# block 1

### config.mk
export PLATFORM = sky130hd
export DESIGN_NAME = mem_bus_arbiter_flat
export DESIGN_NICKNAME = d
export VERILOG_FILES = /design/src/rtl/mem_bus_arbiter_if.sv /design/src/rtl/mem_bus_arbiter.sv /design/src/flat_wrapper.sv
export SDC_FILE = /design/constraint.sdc
export NUM_CORES = 1
export LEC_CHECK = 0
export CORE_AREA = 2 2 209 211
export CTS_BUF_LIST = sky130_fd_sc_hd__clkbuf_8
export CTS_CLUSTER_SIZE = 30
export DETAILED_ROUTE_END_ITERATION = 8
export DIE_AREA = 0 0 211 213
export MAX_ROUTING_LAYER = met4
export SYNTH_ARGS = -nofsm -noshare
export SYNTH_HDL_FRONTEND = slang
export SYNTH_SLANG_ARGS = --single-unit
### constraint.sdc
create_clock -name clock -period 2.4 [get_ports clock]
set_input_delay 0.24 -clock clock [delete_from_list [all_inputs] [get_ports clock]]
set_output_delay 0.24 -clock clock [all_outputs]
set_load 0.005 [all_outputs]
### src/rtl/mem_bus_arbiter_if.sv
// Bus bundle between both cache controllers, the arbiter and the memory port.
// The master side is the cache/memory environment; the slave side is the arbiter.
interface mem_bus_arbiter_if;
  logic [1:0]  dcache2arb_command;
  logic [63:0] dcache2arb_addr;
  logic [63:0] dcache2arb_data;
  logic [1:0]  icache2arb_command;
  logic [63:0] icache2arb_addr;
  logic [3:0]  arb2dcache_response;
  logic [3:0]  arb2icache_response;
  logic [3:0]  arb2dcache_tag;
  logic [63:0] arb2dcache_data;
  logic [3:0]  arb2icache_tag;
  logic [63:0] arb2icache_data;
  logic [1:0]  arb2mem_command;
  logic [63:0] arb2mem_addr;
  logic [63:0] arb2mem_data;
  logic [3:0]  mem2arb_response;
  logic [3:0]  mem2arb_tag;
  logic [63:0] mem2arb_data;
  logic        arb_orphan_tag;

  modport master (
    output dcache2arb_command, dcache2arb_addr, dcache2arb_data,
           icache2arb_command, icache2arb_addr,
           mem2arb_response, mem2arb_tag, mem2arb_data,
    input  arb2dcache_response, arb2icache_response,
           arb2dcache_tag, arb2dcache_data, arb2icache_tag, arb2icache_data,
           arb2mem_command, arb2mem_addr, arb2mem_data, arb_orphan_tag
  );

  modport slave (
    input  dcache2arb_command, dcache2arb_addr, dcache2arb_data,
           icache2arb_command, icache2arb_addr,
           mem2arb_response, mem2arb_tag, mem2arb_data,
    output arb2dcache_response, arb2icache_response,
           arb2dcache_tag, arb2dcache_data, arb2icache_tag, arb2icache_data,
           arb2mem_command, arb2mem_addr, arb2mem_data, arb_orphan_tag
  );
endinterface

### src/rtl/mem_bus_arbiter.sv
// Shares one memory port between dcache (loads+stores) and icache (loads).
// Grant and return steering are combinational; ownership of outstanding load
// tags is tracked so returning data reaches the requester that issued it.
module mem_bus_arbiter #(
  parameter int MAX_OUTSTANDING = 8,
  parameter int STARVE_LIMIT    = 4
) (
  input logic             clock,
  input logic             reset,
  mem_bus_arbiter_if.slave bus
);
  localparam logic [1:0] BUS_NONE  = 2'd0;
  localparam logic [1:0] BUS_LOAD  = 2'd1;
  localparam logic [1:0] BUS_STORE = 2'd2;
  localparam int         SW        = (STARVE_LIMIT < 1) ? 1 : $clog2(STARVE_LIMIT + 1);
  localparam logic [3:0]    CNT_MAX  = 4'(MAX_OUTSTANDING);
  localparam logic [SW-1:0] STV_MAX  = SW'(STARVE_LIMIT);

  // bit 0 is never set: tag 0 means "no tag"
  logic [15:0]   owner_valid, owner_valid_nxt;
  logic [15:0]   owner_id, owner_id_nxt;      // 0 = dcache, 1 = icache
  logic          rr_ptr, rr_ptr_nxt;          // 0 = dcache favoured
  logic [3:0]    d_cnt, d_cnt_nxt, i_cnt, i_cnt_nxt;
  logic [SW-1:0] starve_cnt, starve_cnt_nxt;

  logic d_elig, i_elig, grant_d, grant_i, accept, load_acc;
  logic ret_hit, ret_owner, d_inc, i_inc, d_dec, i_dec;
  logic [3:0] ret_tag, resp;

  assign ret_tag = bus.mem2arb_tag;
  assign resp    = bus.mem2arb_response;

  // Eligibility and grant; everything is held idle while reset is asserted
  always_comb begin
    d_elig  = reset && (bus.dcache2arb_command == BUS_STORE ||
                        (bus.dcache2arb_command == BUS_LOAD && d_cnt != CNT_MAX));
    i_elig  = reset && bus.icache2arb_command == BUS_LOAD && i_cnt != CNT_MAX;
    grant_d = 1'b0;
    grant_i = 1'b0;
    if (d_elig && i_elig) begin
      if (starve_cnt == STV_MAX) grant_i = 1'b1;
      else if (rr_ptr)           grant_i = 1'b1;
      else                       grant_d = 1'b1;
    end else begin
      grant_d = d_elig;
      grant_i = i_elig;
    end
    accept   = (grant_d || grant_i) && resp != 4'd0;
    load_acc = accept && (grant_i || bus.dcache2arb_command == BUS_LOAD);
    ret_hit  = reset && ret_tag != 4'd0 && owner_valid[ret_tag];
    ret_owner = owner_id[ret_tag];
  end

  // Memory-side request mux and requester-side response/return steering
  always_comb begin
    bus.arb2mem_command     = BUS_NONE;
    bus.arb2mem_addr        = '0;
    bus.arb2mem_data        = '0;
    bus.arb2dcache_response = '0;
    bus.arb2icache_response = '0;
    bus.arb2dcache_tag      = '0;
    bus.arb2dcache_data     = '0;
    bus.arb2icache_tag      = '0;
    bus.arb2icache_data     = '0;
    bus.arb_orphan_tag      = 1'b0;
    if (grant_d) begin
      bus.arb2mem_command     = bus.dcache2arb_command;
      bus.arb2mem_addr        = bus.dcache2arb_addr;
      bus.arb2mem_data        = bus.dcache2arb_data;
      bus.arb2dcache_response = resp;
    end else if (grant_i) begin
      bus.arb2mem_command     = BUS_LOAD;
      bus.arb2mem_addr        = bus.icache2arb_addr;
      bus.arb2icache_response = resp;
    end
    if (ret_hit) begin
      if (ret_owner) begin
        bus.arb2icache_tag  = ret_tag;
        bus.arb2icache_data = bus.mem2arb_data;
      end else begin
        bus.arb2dcache_tag  = ret_tag;
        bus.arb2dcache_data = bus.mem2arb_data;
      end
    end else if (reset && ret_tag != 4'd0) begin
      bus.arb_orphan_tag = 1'b1;
    end
  end

  // Next-state: return clears before accept sets, so a reused tag keeps its new owner
  always_comb begin
    owner_valid_nxt = owner_valid;
    owner_id_nxt    = owner_id;
    if (ret_hit) owner_valid_nxt[ret_tag] = 1'b0;
    if (load_acc) begin
      owner_valid_nxt[resp] = 1'b1;
      owner_id_nxt[resp]    = grant_i;
    end
    d_inc     = load_acc && grant_d;
    i_inc     = load_acc && grant_i;
    d_dec     = ret_hit && !ret_owner;
    i_dec     = ret_hit && ret_owner;
    d_cnt_nxt = d_cnt + {3'b0, d_inc} - {3'b0, d_dec};
    i_cnt_nxt = i_cnt + {3'b0, i_inc} - {3'b0, i_dec};
    rr_ptr_nxt = accept ? grant_d : rr_ptr;
    starve_cnt_nxt = starve_cnt;
    if (accept && grant_i)
      starve_cnt_nxt = '0;
    else if (grant_d && i_elig && starve_cnt != STV_MAX)
      starve_cnt_nxt = starve_cnt + 1'b1;
  end

  // State register with synchronous active-low reset
  always_ff @(posedge clock) begin
    if (!reset) begin
      owner_valid <= '0;
      owner_id    <= '0;
      rr_ptr      <= 1'b0;
      d_cnt       <= '0;
      i_cnt       <= '0;
      starve_cnt  <= '0;
    end else begin
      owner_valid <= owner_valid_nxt;
      owner_id    <= owner_id_nxt;
      rr_ptr      <= rr_ptr_nxt;
      d_cnt       <= d_cnt_nxt;
      i_cnt       <= i_cnt_nxt;
      starve_cnt  <= starve_cnt_nxt;
    end
  end
endmodule

### src/flat_wrapper.sv
// flat-port wrapper written by rule: the top's interface ports become plain ports
module mem_bus_arbiter_flat 
#(
  parameter int MAX_OUTSTANDING = 8,
  parameter int STARVE_LIMIT    = 4
)
  (clock, reset, bus_dcache2arb_command, bus_dcache2arb_addr, bus_dcache2arb_data, bus_icache2arb_command, bus_icache2arb_addr, bus_mem2arb_response, bus_mem2arb_tag, bus_mem2arb_data, bus_arb2dcache_response, bus_arb2icache_response, bus_arb2dcache_tag, bus_arb2dcache_data, bus_arb2icache_tag, bus_arb2icache_data, bus_arb2mem_command, bus_arb2mem_addr, bus_arb2mem_data, bus_arb_orphan_tag);
  mem_bus_arbiter_if bus_i ();
  input logic clock;
  input logic reset;
  input wire logic [$bits(bus_i.dcache2arb_command)-1:0] bus_dcache2arb_command;
  input wire logic [$bits(bus_i.dcache2arb_addr)-1:0] bus_dcache2arb_addr;
  input wire logic [$bits(bus_i.dcache2arb_data)-1:0] bus_dcache2arb_data;
  input wire logic [$bits(bus_i.icache2arb_command)-1:0] bus_icache2arb_command;
  input wire logic [$bits(bus_i.icache2arb_addr)-1:0] bus_icache2arb_addr;
  input wire logic [$bits(bus_i.mem2arb_response)-1:0] bus_mem2arb_response;
  input wire logic [$bits(bus_i.mem2arb_tag)-1:0] bus_mem2arb_tag;
  input wire logic [$bits(bus_i.mem2arb_data)-1:0] bus_mem2arb_data;
  output wire logic [$bits(bus_i.arb2dcache_response)-1:0] bus_arb2dcache_response;
  output wire logic [$bits(bus_i.arb2icache_response)-1:0] bus_arb2icache_response;
  output wire logic [$bits(bus_i.arb2dcache_tag)-1:0] bus_arb2dcache_tag;
  output wire logic [$bits(bus_i.arb2dcache_data)-1:0] bus_arb2dcache_data;
  output wire logic [$bits(bus_i.arb2icache_tag)-1:0] bus_arb2icache_tag;
  output wire logic [$bits(bus_i.arb2icache_data)-1:0] bus_arb2icache_data;
  output wire logic [$bits(bus_i.arb2mem_command)-1:0] bus_arb2mem_command;
  output wire logic [$bits(bus_i.arb2mem_addr)-1:0] bus_arb2mem_addr;
  output wire logic [$bits(bus_i.arb2mem_data)-1:0] bus_arb2mem_data;
  output wire logic [$bits(bus_i.arb_orphan_tag)-1:0] bus_arb_orphan_tag;
  assign bus_i.dcache2arb_command = bus_dcache2arb_command;
  assign bus_i.dcache2arb_addr = bus_dcache2arb_addr;
  assign bus_i.dcache2arb_data = bus_dcache2arb_data;
  assign bus_i.icache2arb_command = bus_icache2arb_command;
  assign bus_i.icache2arb_addr = bus_icache2arb_addr;
  assign bus_i.mem2arb_response = bus_mem2arb_response;
  assign bus_i.mem2arb_tag = bus_mem2arb_tag;
  assign bus_i.mem2arb_data = bus_mem2arb_data;
  assign bus_arb2dcache_response = bus_i.arb2dcache_response;
  assign bus_arb2icache_response = bus_i.arb2icache_response;
  assign bus_arb2dcache_tag = bus_i.arb2dcache_tag;
  assign bus_arb2dcache_data = bus_i.arb2dcache_data;
  assign bus_arb2icache_tag = bus_i.arb2icache_tag;
  assign bus_arb2icache_data = bus_i.arb2icache_data;
  assign bus_arb2mem_command = bus_i.arb2mem_command;
  assign bus_arb2mem_addr = bus_i.arb2mem_addr;
  assign bus_arb2mem_data = bus_i.arb2mem_data;
  assign bus_arb_orphan_tag = bus_i.arb_orphan_tag;
  mem_bus_arbiter #(.MAX_OUTSTANDING(MAX_OUTSTANDING), .STARVE_LIMIT(STARVE_LIMIT)) u_core (.clock(clock), .reset(reset), .bus(bus_i));
endmodule
==> Table 3: Implementation characteristics <==
Summary of implementation characteristics

Parameter                              Value

Power and ir drop
  Switching power .................. approximately 1.3 mW
  Power consumed by combinational cells .................. 2.74 mW
  Leak Pwr .................. 6.71 nW

Layout
  FF+latch area .................. around 900 µm²

Placed design
  Number of port buffers .................. 544

Yosys
  Post-synth EDFFs .................. 0
  Count of different cell masters after synthesis .................. 55
  Cell types occupying the most area after synthesis .................. sky130_fd_sc_hd__dfxtp_1, sky130_fd_sc_hd__and3_1, sky130_fd_sc_hd__a22o_1
  Cell type with the highest aggregate area in the netlist .................. sky130_fd_sc_hd__dfxtp_1

Drt
  Total via count in the routed design .................. around 8500

Global route
  M1 GR Usage .................. between 10% and 20%

Run status
  Status .................. finished with violations
  Failing checks .................. setup timing

STA
  Final number of setup-violating endpoints .................. 256
  Fin. Hold Viols .................. 0
  Final worst slack .................. -0.402 ns
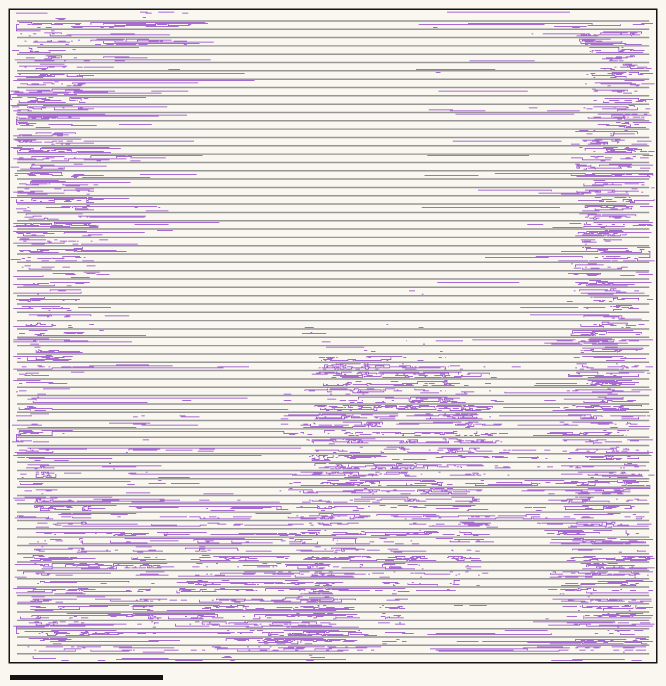
*The metal 1 layer, block 1*
Scale bar: 50 µm. Supply wires on this layer in gray.
wire length on this layer: 16600 µm
main direction: horizontal

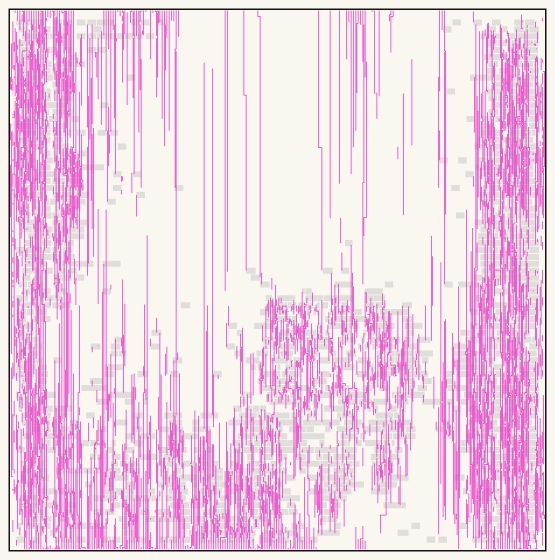
*Met2 routing, block 1*
nets with wire on the layer: 1535
share of all routed wire: 54%

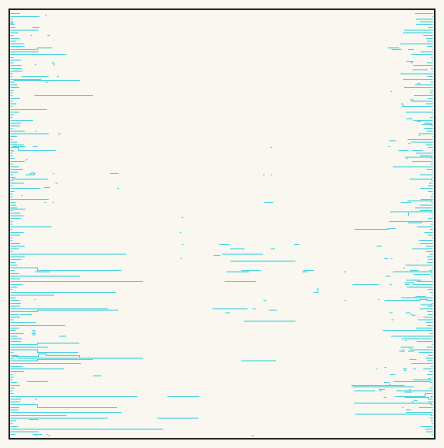
*Metal 3, block 1*
nets with wire on the layer: 395
wire length on this layer: 3280 µm
longest straight run: 75.7 µm
main direction: horizontal
share of all routed wire: 6.7%


# block 2

$ cat src/rtl/lutram_arbiter.sv
// lutram_arbiter: shares the write port and the read port of a simple-dual-port,
// read-first distributed RAM between two clients each. Memory controls are
// registered, read responses are routed back through a latency-matched tag
// pipeline, and out-of-range requests are rejected and counted.
module lutram_arbiter #(
    parameter int unsigned DEPTH  = 8000,
    parameter int unsigned ADDR_W = 13,
    parameter int unsigned DATA_W = 200,
    parameter int unsigned RD_LAT = 2
) (
    input  logic              clk,
    input  logic              rst,
    input  logic              w0_valid,
    output logic              w0_ready,
    input  logic [ADDR_W-1:0] w0_addr,
    input  logic [DATA_W-1:0] w0_data,
    input  logic              w1_valid,
    output logic              w1_ready,
    input  logic [ADDR_W-1:0] w1_addr,
    input  logic [DATA_W-1:0] w1_data,
    input  logic              r0_valid,
    output logic              r0_ready,
    input  logic [ADDR_W-1:0] r0_addr,
    input  logic              r1_valid,
    output logic              r1_ready,
    input  logic [ADDR_W-1:0] r1_addr,
    output logic              r0_rvalid,
    output logic              r1_rvalid,
    output logic [DATA_W-1:0] rdata,
    output logic              rerr,
    output logic              mem_ena,
    output logic              mem_we,
    output logic [ADDR_W-1:0] mem_addra,
    output logic [DATA_W-1:0] mem_dina,
    output logic              mem_enb,
    output logic [ADDR_W-1:0] mem_addrb,
    input  logic [DATA_W-1:0] mem_doutb,
    output logic [15:0]       err_cnt
);

    typedef enum logic {CL0 = 1'b0, CL1 = 1'b1} client_e;

    typedef struct packed {
        logic    vld;
        client_e id;
        logic    err;
    } tag_t;

    localparam logic [ADDR_W:0] LIMIT = (ADDR_W+1)'(DEPTH);

    client_e           wptr;
    client_e           rptr;
    logic              w_acc;
    logic              r_acc;
    logic [ADDR_W-1:0] w_addr;
    logic [ADDR_W-1:0] r_addr;
    logic [DATA_W-1:0] w_data;
    logic              w_oor;
    logic              r_oor;
    client_e           r_sel;
    tag_t              tag_in;
    tag_t              rtag;
    tag_t [RD_LAT:0]   tags;
    logic [1:0]        err_inc;
    logic [16:0]       err_sum;

    // Round-robin grants: a lone requester wins, a tie goes to the pointer; held low in reset
    always_comb begin
        w0_ready = 1'b0;
        w1_ready = 1'b0;
        r0_ready = 1'b0;
        r1_ready = 1'b0;
        if (rst) begin
            w0_ready = w0_valid && (!w1_valid || wptr == CL0);
            w1_ready = w1_valid && (!w0_valid || wptr == CL1);
            r0_ready = r0_valid && (!r1_valid || rptr == CL0);
            r1_ready = r1_valid && (!r0_valid || rptr == CL1);
        end
    end

    assign w_acc  = w0_ready || w1_ready;
    assign r_acc  = r0_ready || r1_ready;
    assign w_addr = w1_ready ? w1_addr : w0_addr;
    assign w_data = w1_ready ? w1_data : w0_data;
    assign r_addr = r1_ready ? r1_addr : r0_addr;
    assign r_sel  = r1_ready ? CL1 : CL0;
    assign w_oor  = ({1'b0, w_addr} >= LIMIT);
    assign r_oor  = ({1'b0, r_addr} >= LIMIT);
    assign tag_in = tag_t'{vld: r_acc, id: r_sel, err: r_acc && r_oor};

    // Priority pointers move to the client that lost each grant
    always_ff @(posedge clk or negedge rst) begin
        if (!rst) begin
            wptr <= CL0;
            rptr <= CL0;
        end else begin
            if (w_acc) wptr <= w1_ready ? CL0 : CL1;
            if (r_acc) rptr <= r1_ready ? CL0 : CL1;
        end
    end

    // Registered write port; out-of-range writes are dropped
    always_ff @(posedge clk or negedge rst) begin
        if (!rst) begin
            mem_ena   <= 1'b0;
            mem_we    <= 1'b0;
            mem_addra <= '0;
            mem_dina  <= '0;
        end else begin
            mem_ena <= w_acc && !w_oor;
            mem_we  <= w_acc && !w_oor;
            if (w_acc && !w_oor) begin
                mem_addra <= w_addr;
                mem_dina  <= w_data;
            end
        end
    end

    // Registered read port plus tag pipeline; error reads still occupy a slot to keep order
    always_ff @(posedge clk or negedge rst) begin
        if (!rst) begin
            mem_enb   <= 1'b0;
            mem_addrb <= '0;
            tags      <= '0;
        end else begin
            mem_enb <= r_acc && !r_oor;
            if (r_acc && !r_oor) mem_addrb <= r_addr;
            tags <= {tags[RD_LAT-1:0], tag_in};
        end
    end

    assign err_inc = {1'b0, w_acc && w_oor} + {1'b0, r_acc && r_oor};
    assign err_sum = {1'b0, err_cnt} + {15'd0, err_inc};

    // Saturating count of rejected requests
    always_ff @(posedge clk or negedge rst) begin
        if (!rst) err_cnt <= '0;
        else      err_cnt <= err_sum[16] ? '1 : err_sum[15:0];
    end

    assign rtag = tags[RD_LAT];

    // Response routing from the oldest tag; rdata is a plain mux of the memory output
    always_comb begin
        r0_rvalid = rtag.vld && (rtag.id == CL0);
        r1_rvalid = rtag.vld && (rtag.id == CL1);
        rerr      = rtag.vld && rtag.err;
        rdata     = (rtag.vld && !rtag.err) ? mem_doutb : '0;
    end

endmodule

$ cat config.mk
export PLATFORM = sky130hd
export DESIGN_NAME = lutram_arbiter
export DESIGN_NICKNAME = d
export VERILOG_FILES = /design/src/rtl/lutram_arbiter.sv
export SDC_FILE = /design/constraint.sdc
export NUM_CORES = 1
export LEC_CHECK = 0
export CORE_AREA = 2 2 437 439
export CTS_CLUSTER_DIAMETER = 150
export DETAILED_ROUTE_END_ITERATION = 8
export DIE_AREA = 0 0 439 441
export PLACE_DENSITY = 0.32
export SLEW_MARGIN = 20
export SYNTH_ARGS = -nofsm -noshare
export SYNTH_HDL_FRONTEND = slang
export SYNTH_SLANG_ARGS = --single-unit
export TNS_END_PERCENT = 5
$ cat constraint.sdc
create_clock -name clk -period 3 [get_ports clk]
set_input_delay 0.3 -clock clk [delete_from_list [all_inputs] [get_ports clk]]
set_output_delay 0.3 -clock clk [all_outputs]
set_load 0.005 [all_outputs]
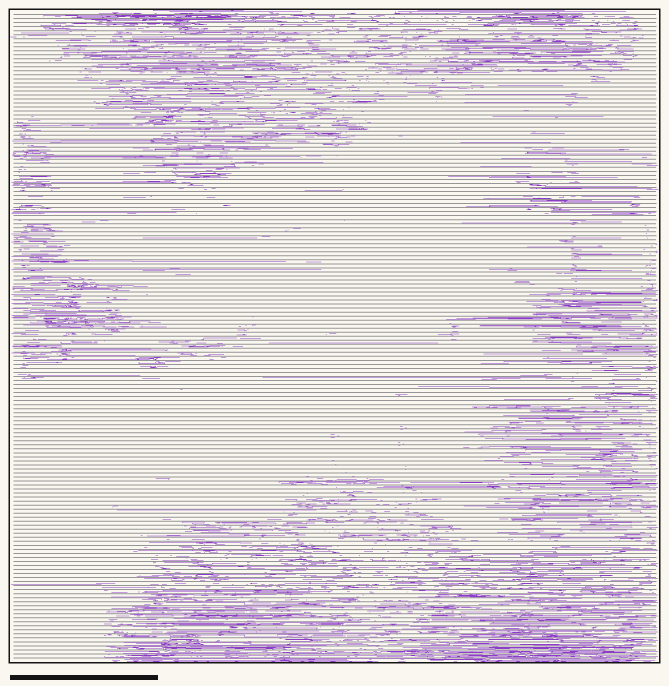
*The metal 1 layer, block 2*
Scale bar: 100 µm. Supply wires on this layer in gray.
wire length on this layer: 44.7 mm
nets with wire on the layer: 2599
share of all routed wire: 33%
total via count in the routed design: 13600
M1 GR Usage: 12.8%

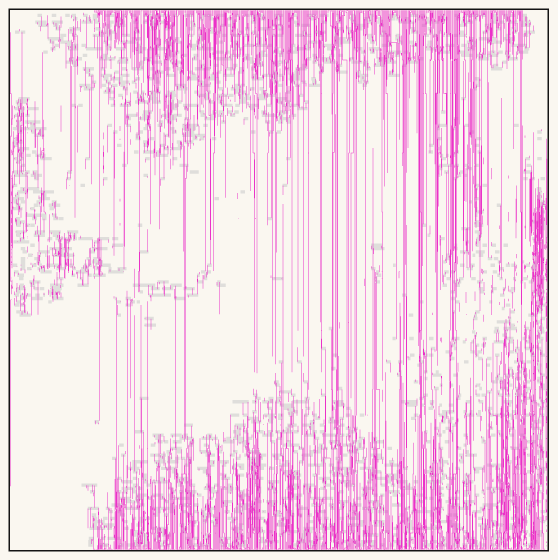
*Met2 routing, block 2*
share of all routed wire: 57%
nets with wire on the layer: 2680
longest straight run: 335 µm

==> Table 3: Implementation characteristics <==
Summary of implementation characteristics

Parameter                              Value

Clock network
  Cell at the root of the clock tree .................. sky130_fd_sc_hd__clkbuf_16
  CTS clock-pin slew for the worst setup and hold paths .................. about 0.05 ns
  Quantity of gates resized following cts .................. 4
  H-tree lvl count .................. 2

Drt
  Length of the first detailed-routing pass in iterations .................. 4
  Drt via density .................. 2.85
  Top layer in use .................. met5

Layout
  Total non-filler cell area in the finished layout .................. 29600 µm²
  FFs & Latches .................. 255

Power and ir drop
  Power consumed by combinational cells .................. 5.23 mW

Yosys
  XOR-XNOR Cells, Area Fraction .................. 0.700%
  Dominant non-sequential cell family after synthesis .................. multiplexers
  Floorplan Nets .................. 1743
  Cell types occupying the most area after synthesis .................. sky130_fd_sc_hd__dfrtp_1, sky130_fd_sc_hd__mux2_2, sky130_fd_sc_hd__and2_1

Run status
  Status .................. complete, no violations

Critical path
  Startpoint of the worst-slack reg-to-reg timing path .................. rptr

Global route
  Maximum number of pins on one net before global-route repair .................. 117

STA
  Final worst path period share .................. ~95%
  Fin. Hold Viols .................. 0

Die
  Placeable core region .................. between 150000 and 200000 µm²
  Initial Utilization .................. roughly 7.3%

Worst hold path
  HP Class .................. input pin to async pin

# block 3

### src/rtl/alu_pkg.sv
// Shared definitions for the parametrised ALU block: op codes, bus select codes
// and flag bit positions.
package alu_pkg;

  typedef enum logic [2:0] {
    OP_ADD  = 3'd0,
    OP_SUB  = 3'd1,
    OP_AND  = 3'd2,
    OP_OR   = 3'd3,
    OP_XOR  = 3'd4,
    OP_NOT  = 3'd5,
    OP_SHL  = 3'd6,
    OP_SWAP = 3'd7
  } alu_op_e;

  // Select codes 0..NREGS-1 address the general registers directly.
  localparam logic [3:0] SEL_FLAGS   = 4'd8;
  localparam logic [3:0] SEL_RESULT  = 4'd9;
  localparam logic [3:0] SEL_PROD_LO = 4'd10;
  localparam logic [3:0] SEL_PROD_HI = 4'd11;

  localparam int FLAG_N = 3;
  localparam int FLAG_Z = 2;
  localparam int FLAG_V = 1;
  localparam int FLAG_C = 0;

endpackage

### src/rtl/alu_block_mul.sv
// Sequential unsigned shift-add multiplier: one partial product per clock,
// WIDTH iterations, one-cycle done pulse when the product register is written.
module alu_mul_seq
  import alu_pkg::*;
#(
  parameter int WIDTH = 8
) (
  input  logic                 clk,
  input  logic                 rst,
  input  logic                 start,
  input  logic [WIDTH-1:0]     a,
  input  logic [WIDTH-1:0]     b,
  output logic                 busy,
  output logic                 done,
  output logic [2*WIDTH-1:0]   product
);

  localparam int CW = $clog2(WIDTH);

  logic               busy_q, busy_d;
  logic               done_q, done_d;
  logic [CW-1:0]      cnt_q, cnt_d;
  logic [2*WIDTH-1:0] mcand_q, mcand_d;
  logic [2*WIDTH-1:0] acc_q, acc_d;
  logic [2*WIDTH-1:0] prod_q, prod_d;
  logic [WIDTH-1:0]   mplier_q, mplier_d;

  always_comb begin
    busy_d   = busy_q;
    done_d   = 1'b0;
    cnt_d    = cnt_q;
    mcand_d  = mcand_q;
    acc_d    = acc_q;
    prod_d   = prod_q;
    mplier_d = mplier_q;
    if (busy_q) begin
      acc_d    = acc_q + (mplier_q[0] ? mcand_q : '0);
      mcand_d  = mcand_q << 1;
      mplier_d = mplier_q >> 1;
      cnt_d    = cnt_q + 1'b1;
      if (cnt_q == CW'(WIDTH - 1)) begin
        busy_d = 1'b0;
        done_d = 1'b1;
        prod_d = acc_d;
      end
    end else if (start) begin
      busy_d   = 1'b1;
      cnt_d    = '0;
      acc_d    = '0;
      mcand_d  = {{WIDTH{1'b0}}, a};
      mplier_d = b;
    end
  end

  always_ff @(posedge clk or posedge rst) begin
    if (rst) begin
      busy_q   <= 1'b0;
      done_q   <= 1'b0;
      cnt_q    <= '0;
      mcand_q  <= '0;
      acc_q    <= '0;
      prod_q   <= '0;
      mplier_q <= '0;
    end else begin
      busy_q   <= busy_d;
      done_q   <= done_d;
      cnt_q    <= cnt_d;
      mcand_q  <= mcand_d;
      acc_q    <= acc_d;
      prod_q   <= prod_d;
      mplier_q <= mplier_d;
    end
  end

  assign busy    = busy_q;
  assign done    = done_q;
  assign product = prod_q;

endmodule

### src/rtl/alu_block_p.sv
// Register file + combinational ALU + flags with a bus-out/bus-in pair.
// Define ALU_MUL_EN to include the sequential multiplier and product registers.
module alu_block_p
  import alu_pkg::*;
#(
  parameter int WIDTH = 8,
  parameter int NREGS = 4,
  parameter int RSW   = $clog2(NREGS)
) (
  input  logic             clk,
  input  logic             rst,
  input  logic [WIDTH-1:0] bus_in,
  output logic [WIDTH-1:0] bus_out,
  output logic             bus_oe,
  input  logic             out_en,
  input  logic [3:0]       out_sel,
  input  logic             load_en,
  input  logic [3:0]       load_sel,
  input  logic [RSW-1:0]   arg_l,
  input  logic [RSW-1:0]   arg_r,
  input  logic             arg_r_zero,
  input  logic [2:0]       op,
  input  logic             cin_use,
  input  logic             calc,
  input  logic             mul_start,
  output logic             mul_busy,
  output logic             mul_done,
  output logic [3:0]       flags
);

  logic [WIDTH-1:0] regs_q [NREGS];
  logic [WIDTH-1:0] regs_d [NREGS];
  logic [3:0]       flags_q, flags_d;

  logic [WIDTH-1:0] opl, opr, addend, res;
  logic [WIDTH:0]   sum;
  logic             ci, res_c, res_v;

  // SUB is L + ~R + ci, so both arithmetic ops share one adder.
  always_comb begin
    opl    = regs_q[arg_l];
    opr    = arg_r_zero ? '0 : regs_q[arg_r];
    addend = (alu_op_e'(op) == OP_SUB) ? ~opr : opr;
    ci     = cin_use ? flags_q[FLAG_C] : (alu_op_e'(op) == OP_SUB);
    sum    = {1'b0, opl} + {1'b0, addend} + {{WIDTH{1'b0}}, ci};
    res    = '0;
    res_c  = flags_q[FLAG_C];
    res_v  = flags_q[FLAG_V];
    case (alu_op_e'(op))
      OP_ADD, OP_SUB: begin
        res   = sum[WIDTH-1:0];
        res_c = sum[WIDTH];
        res_v = (opl[WIDTH-1] == addend[WIDTH-1]) && (res[WIDTH-1] != opl[WIDTH-1]);
      end
      OP_AND:  res = opl & opr;
      OP_OR:   res = opl | opr;
      OP_XOR:  res = opl ^ opr;
      OP_NOT:  res = ~opl;
      OP_SHL: begin
        res   = {opl[WIDTH-2:0], ci};
        res_c = opl[WIDTH-1];
      end
      OP_SWAP: res = {opl[WIDTH/2-1:0], opl[WIDTH-1:WIDTH/2]};
      default: res = '0;
    endcase
  end

`ifdef ALU_MUL_EN
  logic [2*WIDTH-1:0] prod;

  alu_mul_seq #(.WIDTH(WIDTH)) u_mul (
    .clk     (clk),
    .rst     (rst),
    .start   (mul_start),
    .a       (opl),
    .b       (opr),
    .busy    (mul_busy),
    .done    (mul_done),
    .product (prod)
  );
`else
  logic unused_mul_start;
  assign unused_mul_start = mul_start;
  assign mul_busy = 1'b0;
  assign mul_done = 1'b0;
`endif

  always_comb begin
    bus_out = '0;
    bus_oe  = 1'b0;
    if (out_en) begin
      if (out_sel < 4'(NREGS)) begin
        bus_oe  = 1'b1;
        bus_out = regs_q[out_sel[RSW-1:0]];
      end else begin
        case (out_sel)
          SEL_FLAGS: begin
            bus_oe  = 1'b1;
            bus_out = WIDTH'(flags_q);
          end
          SEL_RESULT: begin
            bus_oe  = 1'b1;
            bus_out = res;
          end
`ifdef ALU_MUL_EN
          SEL_PROD_LO: begin
            bus_oe  = 1'b1;
            bus_out = prod[WIDTH-1:0];
          end
          SEL_PROD_HI: begin
            bus_oe  = 1'b1;
            bus_out = prod[2*WIDTH-1:WIDTH];
          end
`endif
          default: begin
            bus_oe  = 1'b0;
            bus_out = '0;
          end
        endcase
      end
    end
  end

  // Later assignments win: bus load of flags over calc over multiply completion.
  always_comb begin
    flags_d = flags_q;
`ifdef ALU_MUL_EN
    if (mul_done) begin
      flags_d[FLAG_Z] = (prod == '0);
      flags_d[FLAG_C] = |prod[2*WIDTH-1:WIDTH];
    end
`endif
    if (calc)
      flags_d = {res[WIDTH-1], (res == '0), res_v, res_c};
    if (load_en && (load_sel == SEL_FLAGS))
      flags_d = bus_in[3:0];
  end

  always_comb begin
    for (int i = 0; i < NREGS; i++)
      regs_d[i] = regs_q[i];
    if (load_en && (load_sel < 4'(NREGS)))
      regs_d[load_sel[RSW-1:0]] = bus_in;
  end

  always_ff @(posedge clk or posedge rst) begin
    if (rst) begin
      flags_q <= '0;
      for (int i = 0; i < NREGS; i++)
        regs_q[i] <= '0;
    end else begin
      flags_q <= flags_d;
      for (int i = 0; i < NREGS; i++)
        regs_q[i] <= regs_d[i];
    end
  end

  assign flags = flags_q;

endmodule

### config.mk
export PLATFORM = sky130hd
export DESIGN_NAME = alu_block_p
export DESIGN_NICKNAME = d
export VERILOG_FILES = /design/src/rtl/alu_pkg.sv /design/src/rtl/alu_block_mul.sv /design/src/rtl/alu_block_p.sv
export SDC_FILE = /design/constraint.sdc
export NUM_CORES = 1
export LEC_CHECK = 0
export ABC_AREA = 1
export CORE_ASPECT_RATIO = 0.9
export CORE_MARGIN = 1.5
export CORE_UTILIZATION = 57
export CTS_CLUSTER_DIAMETER = 40
export CTS_CLUSTER_SIZE = 16
export DETAILED_ROUTE_END_ITERATION = 10
export MAX_ROUTING_LAYER = met4
export PLACE_DENSITY = 0.82
export SLEW_MARGIN = 25
export SYNTH_ARGS = -nofsm -noshare
export SYNTH_HDL_FRONTEND = slang
export SYNTH_SLANG_ARGS = --single-unit
### constraint.sdc
create_clock -name clk -period 4.65 [get_ports clk]
set_input_delay 0.6975 -clock clk [delete_from_list [all_inputs] [get_ports clk]]
set_output_delay 0.6975 -clock clk [all_outputs]
set_load 0.05 [all_outputs]
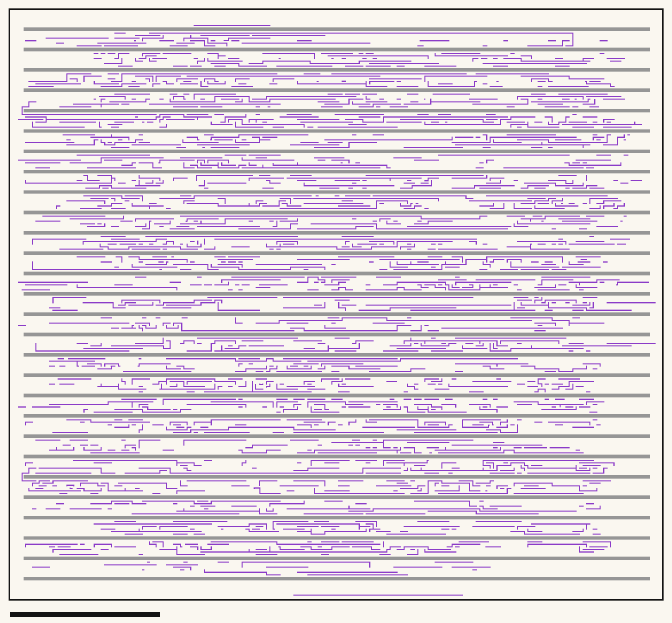
*The metal 1 layer, block 3*
Scale bar: 20 µm. Supply wires on this layer in gray.
main direction: horizontal
longest straight run: 56.6 µm
share of all routed wire: 42%
nets with wire on the layer: 616
wire length on this layer: 5170 µm

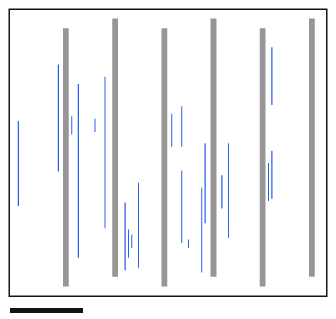
*The metal 4 layer, block 3*
Scale bar: 20 µm. Supply wires on this layer in gray.
wire length on this layer: 362 µm
share of all routed wire: 2.9%
nets with wire on the layer: 20
longest straight run: 47.6 µm
main direction: vertical

==> Table 3: Implementation characteristics <==
Summary of implementation characteristics

Parameter                              Value

Run status
  Status .................. complete, no violations

Critical path
  Cell occurring most often along the worst timing path .................. sky130_fd_sc_hd__nand2_1
  Worst Path Buf+Inv .................. 4

Power and ir drop
  Internal power .................. approximately 700 µW

Layout
  Tally of clock buffers in the finished layout .................. 5
  Most numerous logic cells after layout .................. sky130_fd_sc_hd__nand2_1, sky130_fd_sc_hd__inv_1, sky130_fd_sc_hd__o21ai_0, sky130_fd_sc_hd__nand3_1, sky130_fd_sc_hd__nor2_1
  Total non-filler cell area in the finished layout .................. 4360 µm²
  Combinational gate area .................. 2320 µm²

Die
  Die H .................. 78.7 µm

STA
  Worst Clk Skew .................. 0.00671 ns
  Maximum clock frequency .................. 228 MHz

Global route
  Top Usage Layer GRT .................. met2
  Met3 usage in global routing .................. 5.20%
  Wire length of the first global-routing pass .................. 19500 µm
  Maximum number of pins on one net before global-route repair .................. 37

Placed design
  DPL Wire Length .................. between 9000 and 10000 µm
  Placed Cells .................. 711

Yosys
  Post-Synth Adder-Cell Area .................. under 10%
  Cell count after synthesis .................. 582

Clock network
  Cell at the root of the clock tree .................. sky130_fd_sc_hd__clkbuf_8

# block 4

### The metal 1 layer, block 4

Scale bar: 20 µm. Supply wires on this layer in gray.
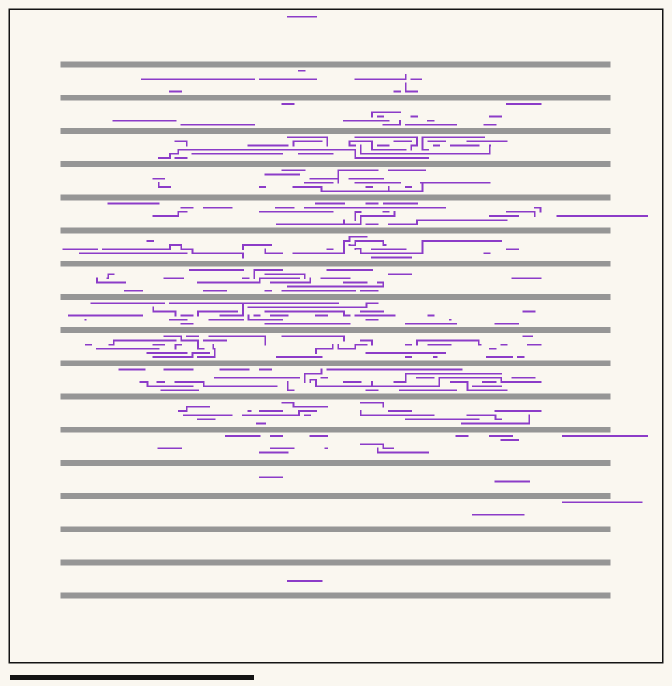
### Met2 routing, block 4

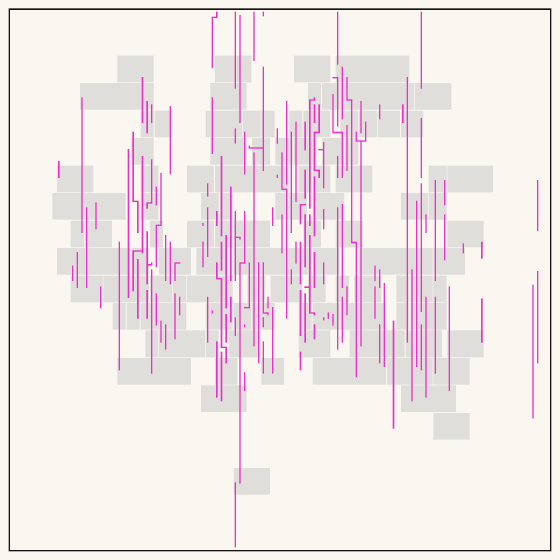
### Metal 3, block 4

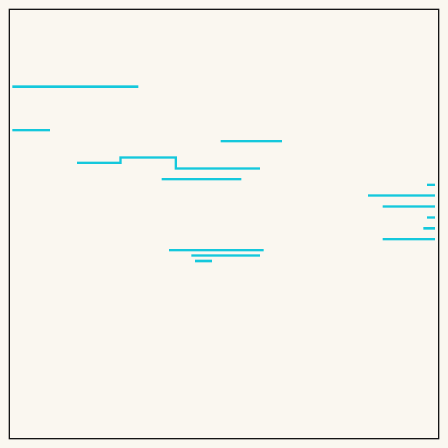
$ cat config.mk
export PLATFORM = sky130hd
export DESIGN_NAME = traffic_ctrl
export DESIGN_NICKNAME = d
export VERILOG_FILES = /design/src/rtl/traffic_ctrl.sv
export SDC_FILE = /design/constraint.sdc
export NUM_CORES = 1
export LEC_CHECK = 0
export CORE_MARGIN = 4
export CORE_UTILIZATION = 36
export DETAILED_ROUTE_END_ITERATION = 8
export PLACE_DENSITY_LB_ADDON = 0.3
export SETUP_SLACK_MARGIN = 0.3
export SLEW_MARGIN = 5
export SYNTH_ARGS = -nofsm -noshare
export SYNTH_HDL_FRONTEND = slang
export SYNTH_SLANG_ARGS = --single-unit
export TNS_END_PERCENT = 20
$ cat constraint.sdc
create_clock -name clk -period 2.34 [get_ports clk]
set_input_delay 0.351 -clock clk [delete_from_list [all_inputs] [get_ports clk]]
set_output_delay 0.351 -clock clk [all_outputs]
set_load 0.01 [all_outputs]
$ cat src/rtl/traffic_ctrl.sv
// Round-robin traffic-light controller: green/yellow/all-red sequencing per direction,
// pedestrian-request early truncation of green, and a flashing-yellow fault/night mode.
module traffic_ctrl #(
  parameter int unsigned N_DIR         = 2,
  parameter int unsigned GREEN_CYC     = 6,
  parameter int unsigned MIN_GREEN_CYC = 2,
  parameter int unsigned YELLOW_CYC    = 2,
  parameter int unsigned ALLRED_CYC    = 1,
  parameter int unsigned FLASH_HALF    = 4
) (
  input  logic                     clk,
  input  logic                     rst,
  input  logic                     en,
  input  logic                     flash,
  input  logic [N_DIR-1:0]         ped_req,
  output logic [N_DIR-1:0]         r,
  output logic [N_DIR-1:0]         y,
  output logic [N_DIR-1:0]         g,
  output logic [$clog2(N_DIR)-1:0] active_dir,
  output logic [N_DIR-1:0]         ped_pend
);

  localparam int unsigned DW     = $clog2(N_DIR);
  localparam int unsigned Max1   = (GREEN_CYC > YELLOW_CYC) ? GREEN_CYC : YELLOW_CYC;
  localparam int unsigned Max2   = (ALLRED_CYC > FLASH_HALF) ? ALLRED_CYC : FLASH_HALF;
  localparam int unsigned MaxCyc = (Max1 > Max2) ? Max1 : Max2;
  localparam int unsigned TW     = $clog2(MaxCyc + 1);

  typedef enum logic [1:0] {StGreen, StYellow, StAllred, StFlash} state_e;

  state_e           state_q, state_d;
  logic [TW-1:0]    timer_q, timer_d;
  logic [DW-1:0]    dir_q, dir_d, next_dir;
  logic [N_DIR-1:0] ped_q, ped_d, dir_oh;
  logic             blink_q, blink_d;
  logic             enter_green, ped_other;

  always_ff @(posedge clk) begin
    if (rst) begin
      state_q <= StGreen;
      timer_q <= '0;
      dir_q   <= '0;
      ped_q   <= '0;
      blink_q <= 1'b0;
    end else begin
      state_q <= state_d;
      timer_q <= timer_d;
      dir_q   <= dir_d;
      ped_q   <= ped_d;
      blink_q <= blink_d;
    end
  end

  always_comb begin
    for (int d = 0; d < N_DIR; d++) begin
      dir_oh[d] = (dir_q == DW'(d));
    end
  end

  assign next_dir  = (dir_q == DW'(N_DIR - 1)) ? '0 : dir_q + DW'(1);
  assign ped_other = |(ped_q & ~dir_oh);

  always_comb begin
    state_d     = state_q;
    timer_d     = timer_q;
    dir_d       = dir_q;
    blink_d     = blink_q;
    enter_green = 1'b0;

    if (flash) begin
      if (state_q != StFlash) begin
        state_d = StFlash;
        timer_d = '0;
        blink_d = 1'b0;
      end else if (en) begin
        if (timer_q == TW'(FLASH_HALF - 1)) begin
          timer_d = '0;
          blink_d = ~blink_q;
        end else begin
          timer_d = timer_q + TW'(1);
        end
      end
    end else if (state_q == StFlash) begin
      // Leave flash so that the first green goes to direction 0.
      timer_d = '0;
      blink_d = 1'b0;
      if (ALLRED_CYC == 0) begin
        state_d     = StGreen;
        dir_d       = '0;
        enter_green = 1'b1;
      end else begin
        state_d = StAllred;
        dir_d   = DW'(N_DIR - 1);
      end
    end else if (en) begin
      timer_d = timer_q + TW'(1);
      case (state_q)
        StGreen: begin
          if ((timer_q == TW'(GREEN_CYC - 1)) ||
              (ped_other && (timer_q >= TW'(MIN_GREEN_CYC - 1)))) begin
            state_d = StYellow;
            timer_d = '0;
          end
        end
        StYellow: begin
          if (timer_q == TW'(YELLOW_CYC - 1)) begin
            timer_d = '0;
            if (ALLRED_CYC == 0) begin
              state_d     = StGreen;
              dir_d       = next_dir;
              enter_green = 1'b1;
            end else begin
              state_d = StAllred;
            end
          end
        end
        StAllred: begin
          if (timer_q == TW'(ALLRED_CYC - 1)) begin
            state_d     = StGreen;
            timer_d     = '0;
            dir_d       = next_dir;
            enter_green = 1'b1;
          end
        end
        default: ;
      endcase
    end

    // Requests always latch; serving a direction clears its bit, and clear wins.
    ped_d = ped_q | ped_req;
    if (enter_green) begin
      for (int d = 0; d < N_DIR; d++) begin
        if (dir_d == DW'(d)) ped_d[d] = 1'b0;
      end
    end
  end

  always_comb begin
    r = '0;
    y = '0;
    g = '0;
    case (state_q)
      StGreen: begin
        g = dir_oh;
        r = ~dir_oh;
      end
      StYellow: begin
        y = dir_oh;
        r = ~dir_oh;
      end
      StAllred: r = '1;
      StFlash:  y = {N_DIR{~blink_q}};
      default:  r = '1;
    endcase
  end

  assign active_dir = dir_q;
  assign ped_pend   = ped_q;

endmodule

==> Table 3: Implementation characteristics <==
Summary of implementation characteristics

Parameter                              Value

Layout
  NonClk Buf Share .................. 15.4%
  Synth-to-Final Area Change .................. 23.6%

Power and ir drop
  Power consumption .................. 847 µW
  Sequential share of power .................. 27.0%

STA
  Final worst path period share .................. 88.7%
  Worst slew margin .................. 73.5%
  Final number of setup-violating endpoints .................. 0

Run status
  Status .................. complete, no violations

Drt
  Routed wl met2 .................. 826 µm

Critical path
  Cell family contributing the most delay on the critical path .................. buffers and inverters
  Critical path data required time .................. 1.99 ns
  Capturing element type of the critical path .................. output port

Flow run
  Count of warning messages emitted by the tools .................. 34

Worst hold path
  Worst hold stages .................. 2

Clock network
  CTS clock-pin slew for the worst setup and hold paths .................. 0.07 ns
  Total clock buffers created by CTS .................. 3

Yosys
  Post-synth EDFFs .................. 0
Notes on 'The metal 1 layer' of block 4 above:
nets with wire on the layer: 105
longest straight run: 14.5 µm
share of all routed wire: 44%
wire length on this layer: 730 µm
main direction: horizontal

Notes on 'Met2 routing' of block 4 above:
longest straight run: 26.2 µm
main direction: vertical
total via count in the routed design: 695
GRT met2 Usage: 24.5%
aggregate routed wire length: 1660 µm

Notes on 'Metal 3' of block 4 above:
wire length on this layer: 106 µm
longest straight run: 15.4 µm
met3 usage in global routing: 4.51%


# block 5

$ cat src/rtl/uart_rx_if.sv
// uart_rx_if: bundles baud select and received-byte status between uart_rx and its consumer.
//   baud_rate  [17:0] baud select driven by the consumer (9600/38400/115200/230400)
//   rx_data    [7:0]  last correctly received byte
//   rx_valid          one-cycle strobe when rx_data updates
//   frame_err         one-cycle strobe when a stop bit is sampled low
//   parity_err        one-cycle strobe on even-parity mismatch
//   rx_busy           high whenever the receiver is not idle
interface uart_rx_if;
  logic [17:0] baud_rate;
  logic [7:0]  rx_data;
  logic        rx_valid;
  logic        frame_err;
  logic        parity_err;
  logic        rx_busy;
  modport master (input baud_rate, output rx_data, rx_valid, frame_err, parity_err, rx_busy);
  modport slave  (output baud_rate, input rx_data, rx_valid, frame_err, parity_err, rx_busy);
endinterface

$ cat src/rtl/uart_rx.sv
// uart_rx: 8N1 UART receiver with mid-bit sampling; optional even parity when UART_RX_PARITY_EN is defined.
//   clk_50m  50 MHz system clock
//   rst_n    asynchronous active-low reset
//   RX       asynchronous serial input, idle high
//   bus      uart_rx_if.master: baud_rate in; rx_data/rx_valid/frame_err/parity_err/rx_busy out
module uart_rx #(
  parameter int SYNC_STAGES = 2
) (
  input  logic      clk_50m,
  input  logic      rst_n,
  input  logic      RX,
  uart_rx_if.master bus
);
  typedef enum logic [2:0] {IDLE, START, DATA, PARITY, STOP, BREAK} state_t;
`ifdef UART_RX_PARITY_EN
  localparam state_t AFTER_DATA = PARITY;
`else
  localparam state_t AFTER_DATA = STOP;
`endif
  state_t state_q, state_d;
  logic [SYNC_STAGES-1:0] sync_q, sync_d;
  logic rx_s;
  logic [12:0] step_sel, step_q, step_d, half, cnt_q, cnt_d;
  logic [2:0] idx_q, idx_d;
  logic [7:0] shreg_q, shreg_d, rx_data_q, rx_data_d;
  logic rx_valid_q, rx_valid_d, frame_err_q, frame_err_d;
  logic par_bad_q;
`ifdef UART_RX_PARITY_EN
  logic par_bad_d, parity_err_q, parity_err_d;
  assign bus.parity_err = parity_err_q;
`else
  assign par_bad_q = 1'b0;
  assign bus.parity_err = 1'b0;
`endif
  assign sync_d = {sync_q[SYNC_STAGES-2:0], RX};
  assign rx_s = sync_q[SYNC_STAGES-1];
  assign half = step_q >> 1;
  assign step_sel = bus.baud_rate == 18'd9600   ? 13'd5208 :
                    bus.baud_rate == 18'd38400  ? 13'd1302 :
                    bus.baud_rate == 18'd115200 ? 13'd434  :
                    bus.baud_rate == 18'd230400 ? 13'd217  : 13'd0;
  assign bus.rx_data = rx_data_q;
  assign bus.rx_valid = rx_valid_q;
  assign bus.frame_err = frame_err_q;
  assign bus.rx_busy = state_q != IDLE;
  always_comb begin
    state_d = state_q;
    cnt_d = cnt_q + 13'd1;
    step_d = step_q;
    idx_d = idx_q;
    shreg_d = shreg_q;
    rx_data_d = rx_data_q;
    rx_valid_d = 1'b0;
    frame_err_d = 1'b0;
`ifdef UART_RX_PARITY_EN
    par_bad_d = par_bad_q;
    parity_err_d = 1'b0;
`endif
    case (state_q)
      IDLE: begin
        cnt_d = '0;
        // step is captured here so a baud change only affects the next frame
        if (!rx_s && step_sel != 13'd0) begin
          state_d = START;
          step_d = step_sel;
        end
      end
      START: if (cnt_q == half - 13'd1) begin
        cnt_d = '0;
        idx_d = '0;
        state_d = rx_s ? IDLE : DATA;
      end
      DATA: if (cnt_q == step_q - 13'd1) begin
        cnt_d = '0;
        shreg_d = {rx_s, shreg_q[7:1]};
        idx_d = idx_q + 3'd1;
        if (idx_q == 3'd7) state_d = AFTER_DATA;
      end
`ifdef UART_RX_PARITY_EN
      PARITY: if (cnt_q == step_q - 13'd1) begin
        cnt_d = '0;
        par_bad_d = rx_s != ^shreg_q;
        state_d = STOP;
      end
`endif
      STOP: if (cnt_q == step_q - 13'd1) begin
        cnt_d = '0;
        if (rx_s) begin
          // a parity error replaces the valid strobe and leaves rx_data untouched
          rx_valid_d = !par_bad_q;
          rx_data_d = par_bad_q ? rx_data_q : shreg_q;
`ifdef UART_RX_PARITY_EN
          parity_err_d = par_bad_q;
`endif
          state_d = IDLE;
        end else begin
          frame_err_d = 1'b1;
          state_d = BREAK;
        end
      end
      BREAK: begin
        cnt_d = '0;
        if (rx_s) state_d = IDLE;
      end
      default: state_d = IDLE;
    endcase
  end
  always_ff @(posedge clk_50m or negedge rst_n)
    if (!rst_n) begin
      sync_q <= '1;
      state_q <= IDLE;
      cnt_q <= '0;
      step_q <= '0;
      idx_q <= '0;
      shreg_q <= '0;
      rx_data_q <= '0;
      rx_valid_q <= 1'b0;
      frame_err_q <= 1'b0;
    end else begin
      sync_q <= sync_d;
      state_q <= state_d;
      cnt_q <= cnt_d;
      step_q <= step_d;
      idx_q <= idx_d;
      shreg_q <= shreg_d;
      rx_data_q <= rx_data_d;
      rx_valid_q <= rx_valid_d;
      frame_err_q <= frame_err_d;
    end
`ifdef UART_RX_PARITY_EN
  always_ff @(posedge clk_50m or negedge rst_n)
    if (!rst_n) begin
      par_bad_q <= 1'b0;
      parity_err_q <= 1'b0;
    end else begin
      par_bad_q <= par_bad_d;
      parity_err_q <= parity_err_d;
    end
`endif
endmodule

$ cat src/flat_wrapper.sv
// flat-port wrapper written by rule: the top's interface ports become plain ports
module uart_rx_flat 
#(
  parameter int SYNC_STAGES = 2
)
  (clk_50m, rst_n, RX, bus_baud_rate, bus_rx_data, bus_rx_valid, bus_frame_err, bus_parity_err, bus_rx_busy);
  uart_rx_if bus_i ();
  input  logic clk_50m;
  input  logic rst_n;
  input  logic RX;
  input wire logic [$bits(bus_i.baud_rate)-1:0] bus_baud_rate;
  output wire logic [$bits(bus_i.rx_data)-1:0] bus_rx_data;
  output wire logic [$bits(bus_i.rx_valid)-1:0] bus_rx_valid;
  output wire logic [$bits(bus_i.frame_err)-1:0] bus_frame_err;
  output wire logic [$bits(bus_i.parity_err)-1:0] bus_parity_err;
  output wire logic [$bits(bus_i.rx_busy)-1:0] bus_rx_busy;
  assign bus_i.baud_rate = bus_baud_rate;
  assign bus_rx_data = bus_i.rx_data;
  assign bus_rx_valid = bus_i.rx_valid;
  assign bus_frame_err = bus_i.frame_err;
  assign bus_parity_err = bus_i.parity_err;
  assign bus_rx_busy = bus_i.rx_busy;
  uart_rx #(.SYNC_STAGES(SYNC_STAGES)) u_core (.clk_50m(clk_50m), .rst_n(rst_n), .RX(RX), .bus(bus_i));
endmodule
$ cat config.mk
export PLATFORM = sky130hd
export DESIGN_NAME = uart_rx_flat
export DESIGN_NICKNAME = d
export VERILOG_FILES = /design/src/rtl/uart_rx_if.sv /design/src/rtl/uart_rx.sv /design/src/flat_wrapper.sv
export SDC_FILE = /design/constraint.sdc
export NUM_CORES = 1
export LEC_CHECK = 0
export CAP_MARGIN = 25
export CELL_PAD_IN_SITES_DETAIL_PLACEMENT = 1
export CELL_PAD_IN_SITES_GLOBAL_PLACEMENT = 1
export CORE_ASPECT_RATIO = 2
export CORE_UTILIZATION = 35
export CTS_CLUSTER_SIZE = 10
export DETAILED_ROUTE_END_ITERATION = 10
export GPL_TIMING_DRIVEN = 1
export PLACE_DENSITY = 0.74
export SETUP_SLACK_MARGIN = 0.05
export SYNTH_ARGS = -nofsm -noshare
export SYNTH_HDL_FRONTEND = slang
export SYNTH_SLANG_ARGS = --single-unit
$ cat constraint.sdc
create_clock -name clk_50m -period 3 [get_ports clk_50m]
set_clock_uncertainty 0.2 [all_clocks]
set_input_delay 0.75 -clock clk_50m [delete_from_list [all_inputs] [get_ports clk_50m]]
set_output_delay 0.75 -clock clk_50m [all_outputs]
set_load 0.03 [all_outputs]
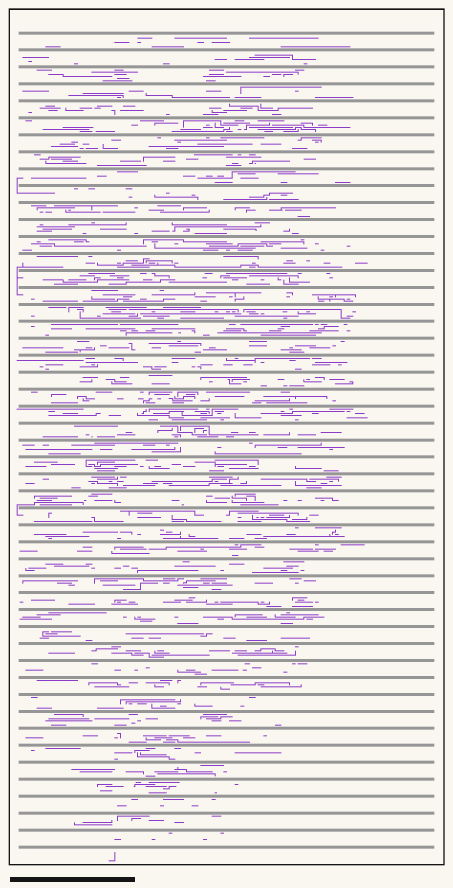
*The metal 1 layer, block 5*
Scale bar: 20 µm. Supply wires on this layer in gray.
share of all routed wire: 32%
wire length on this layer: 3050 µm

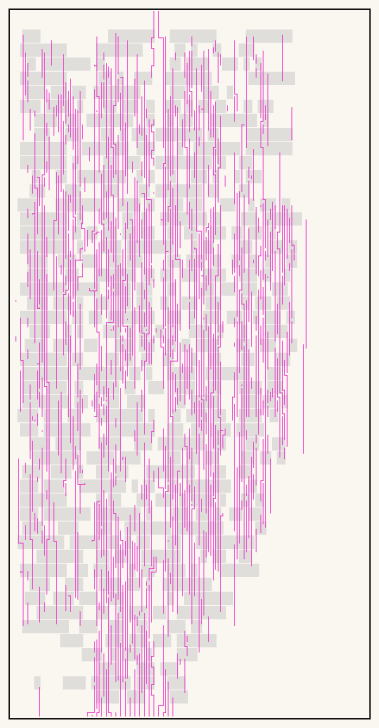
*Met2 routing, block 5*
main direction: vertical
longest straight run: 49.0 µm
share of all routed wire: 60%
nets with wire on the layer: 391

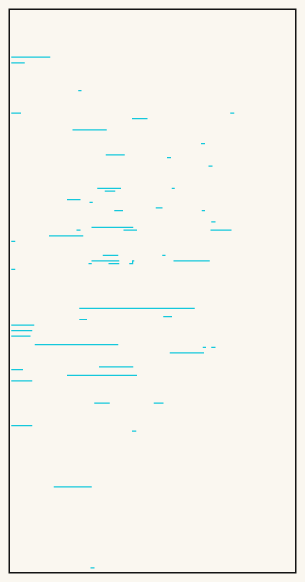
*Metal 3, block 5*
wire length on this layer: 227 µm
longest straight run: 27.8 µm
share of all routed wire: 2.4%
nets with wire on the layer: 33
total via count in the routed design: 2747
aggregate routed wire length: 9500 µm
met3 usage in global routing: 2.06%

==> Table 3: Implementation characteristics <==
Summary of implementation characteristics

Parameter                              Value

Run status
  Status .................. complete, no violations

Yosys
  Floorplan Nets .................. roughly 340
  Cell types occupying the most area after synthesis .................. sky130_fd_sc_hd__dfrtp_1, sky130_fd_sc_hd__mux2_2, sky130_fd_sc_hd__xor2_1
  Yosys warnings .................. 0

Drt
  WL per Instance .................. 19.5 µm

Layout
  Share of the core filled with cells .................. 47.9%
  Inverters, non-clock .................. 12

Die
  Die area .................. 9520 µm²
  Die H .................. about 140 µm

Critical path
  Origin of the worst setup path .................. bus_baud_rate[11]
  Capturing element type of the critical path .................. flop

Power and ir drop
  Leak Pwr .................. 1.80 nW

Global route
  M1 GR Usage .................. 17.3%
  Initial antenna violation count .................. 0

Clock network
  H-tree lvl count .................. 2


==> screenshots <==
The metal 4 layer.
panel A
Scale bar: 50 µm. Supply wires on this layer in gray.
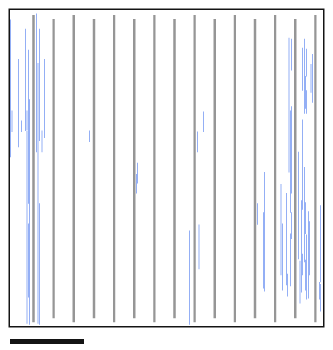
panel B
Scale bar: 100 µm. Supply wires on this layer in gray.
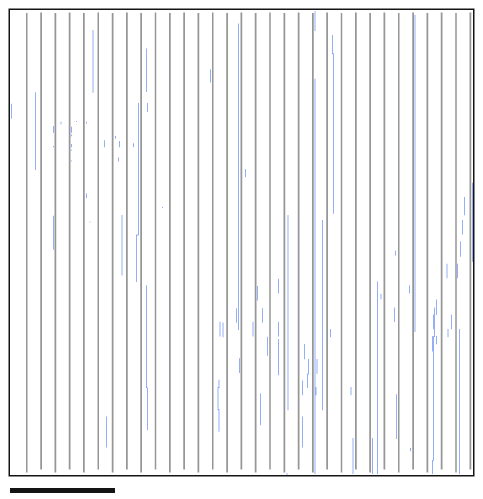
panel C
Scale bar: 20 µm. Supply wires on this layer in gray.
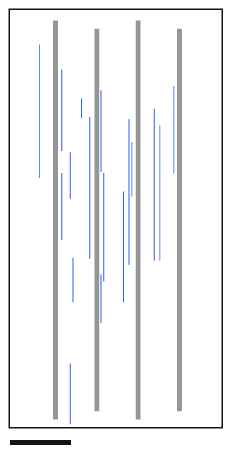
- largest die: panel B
- smallest die: panel C
| picture | from |
|---|---|
| panel B | block 2 |
| panel C | block 5 |
| panel A | block 1 |

Key to panel B:
share of all routed wire: 2.5%
wire length on this layer: 3430 µm
nets with wire on the layer: 67
longest straight run: 375 µm
main direction: vertical

Power figures rest on the tool's default switching activity, not on a simulated workload.
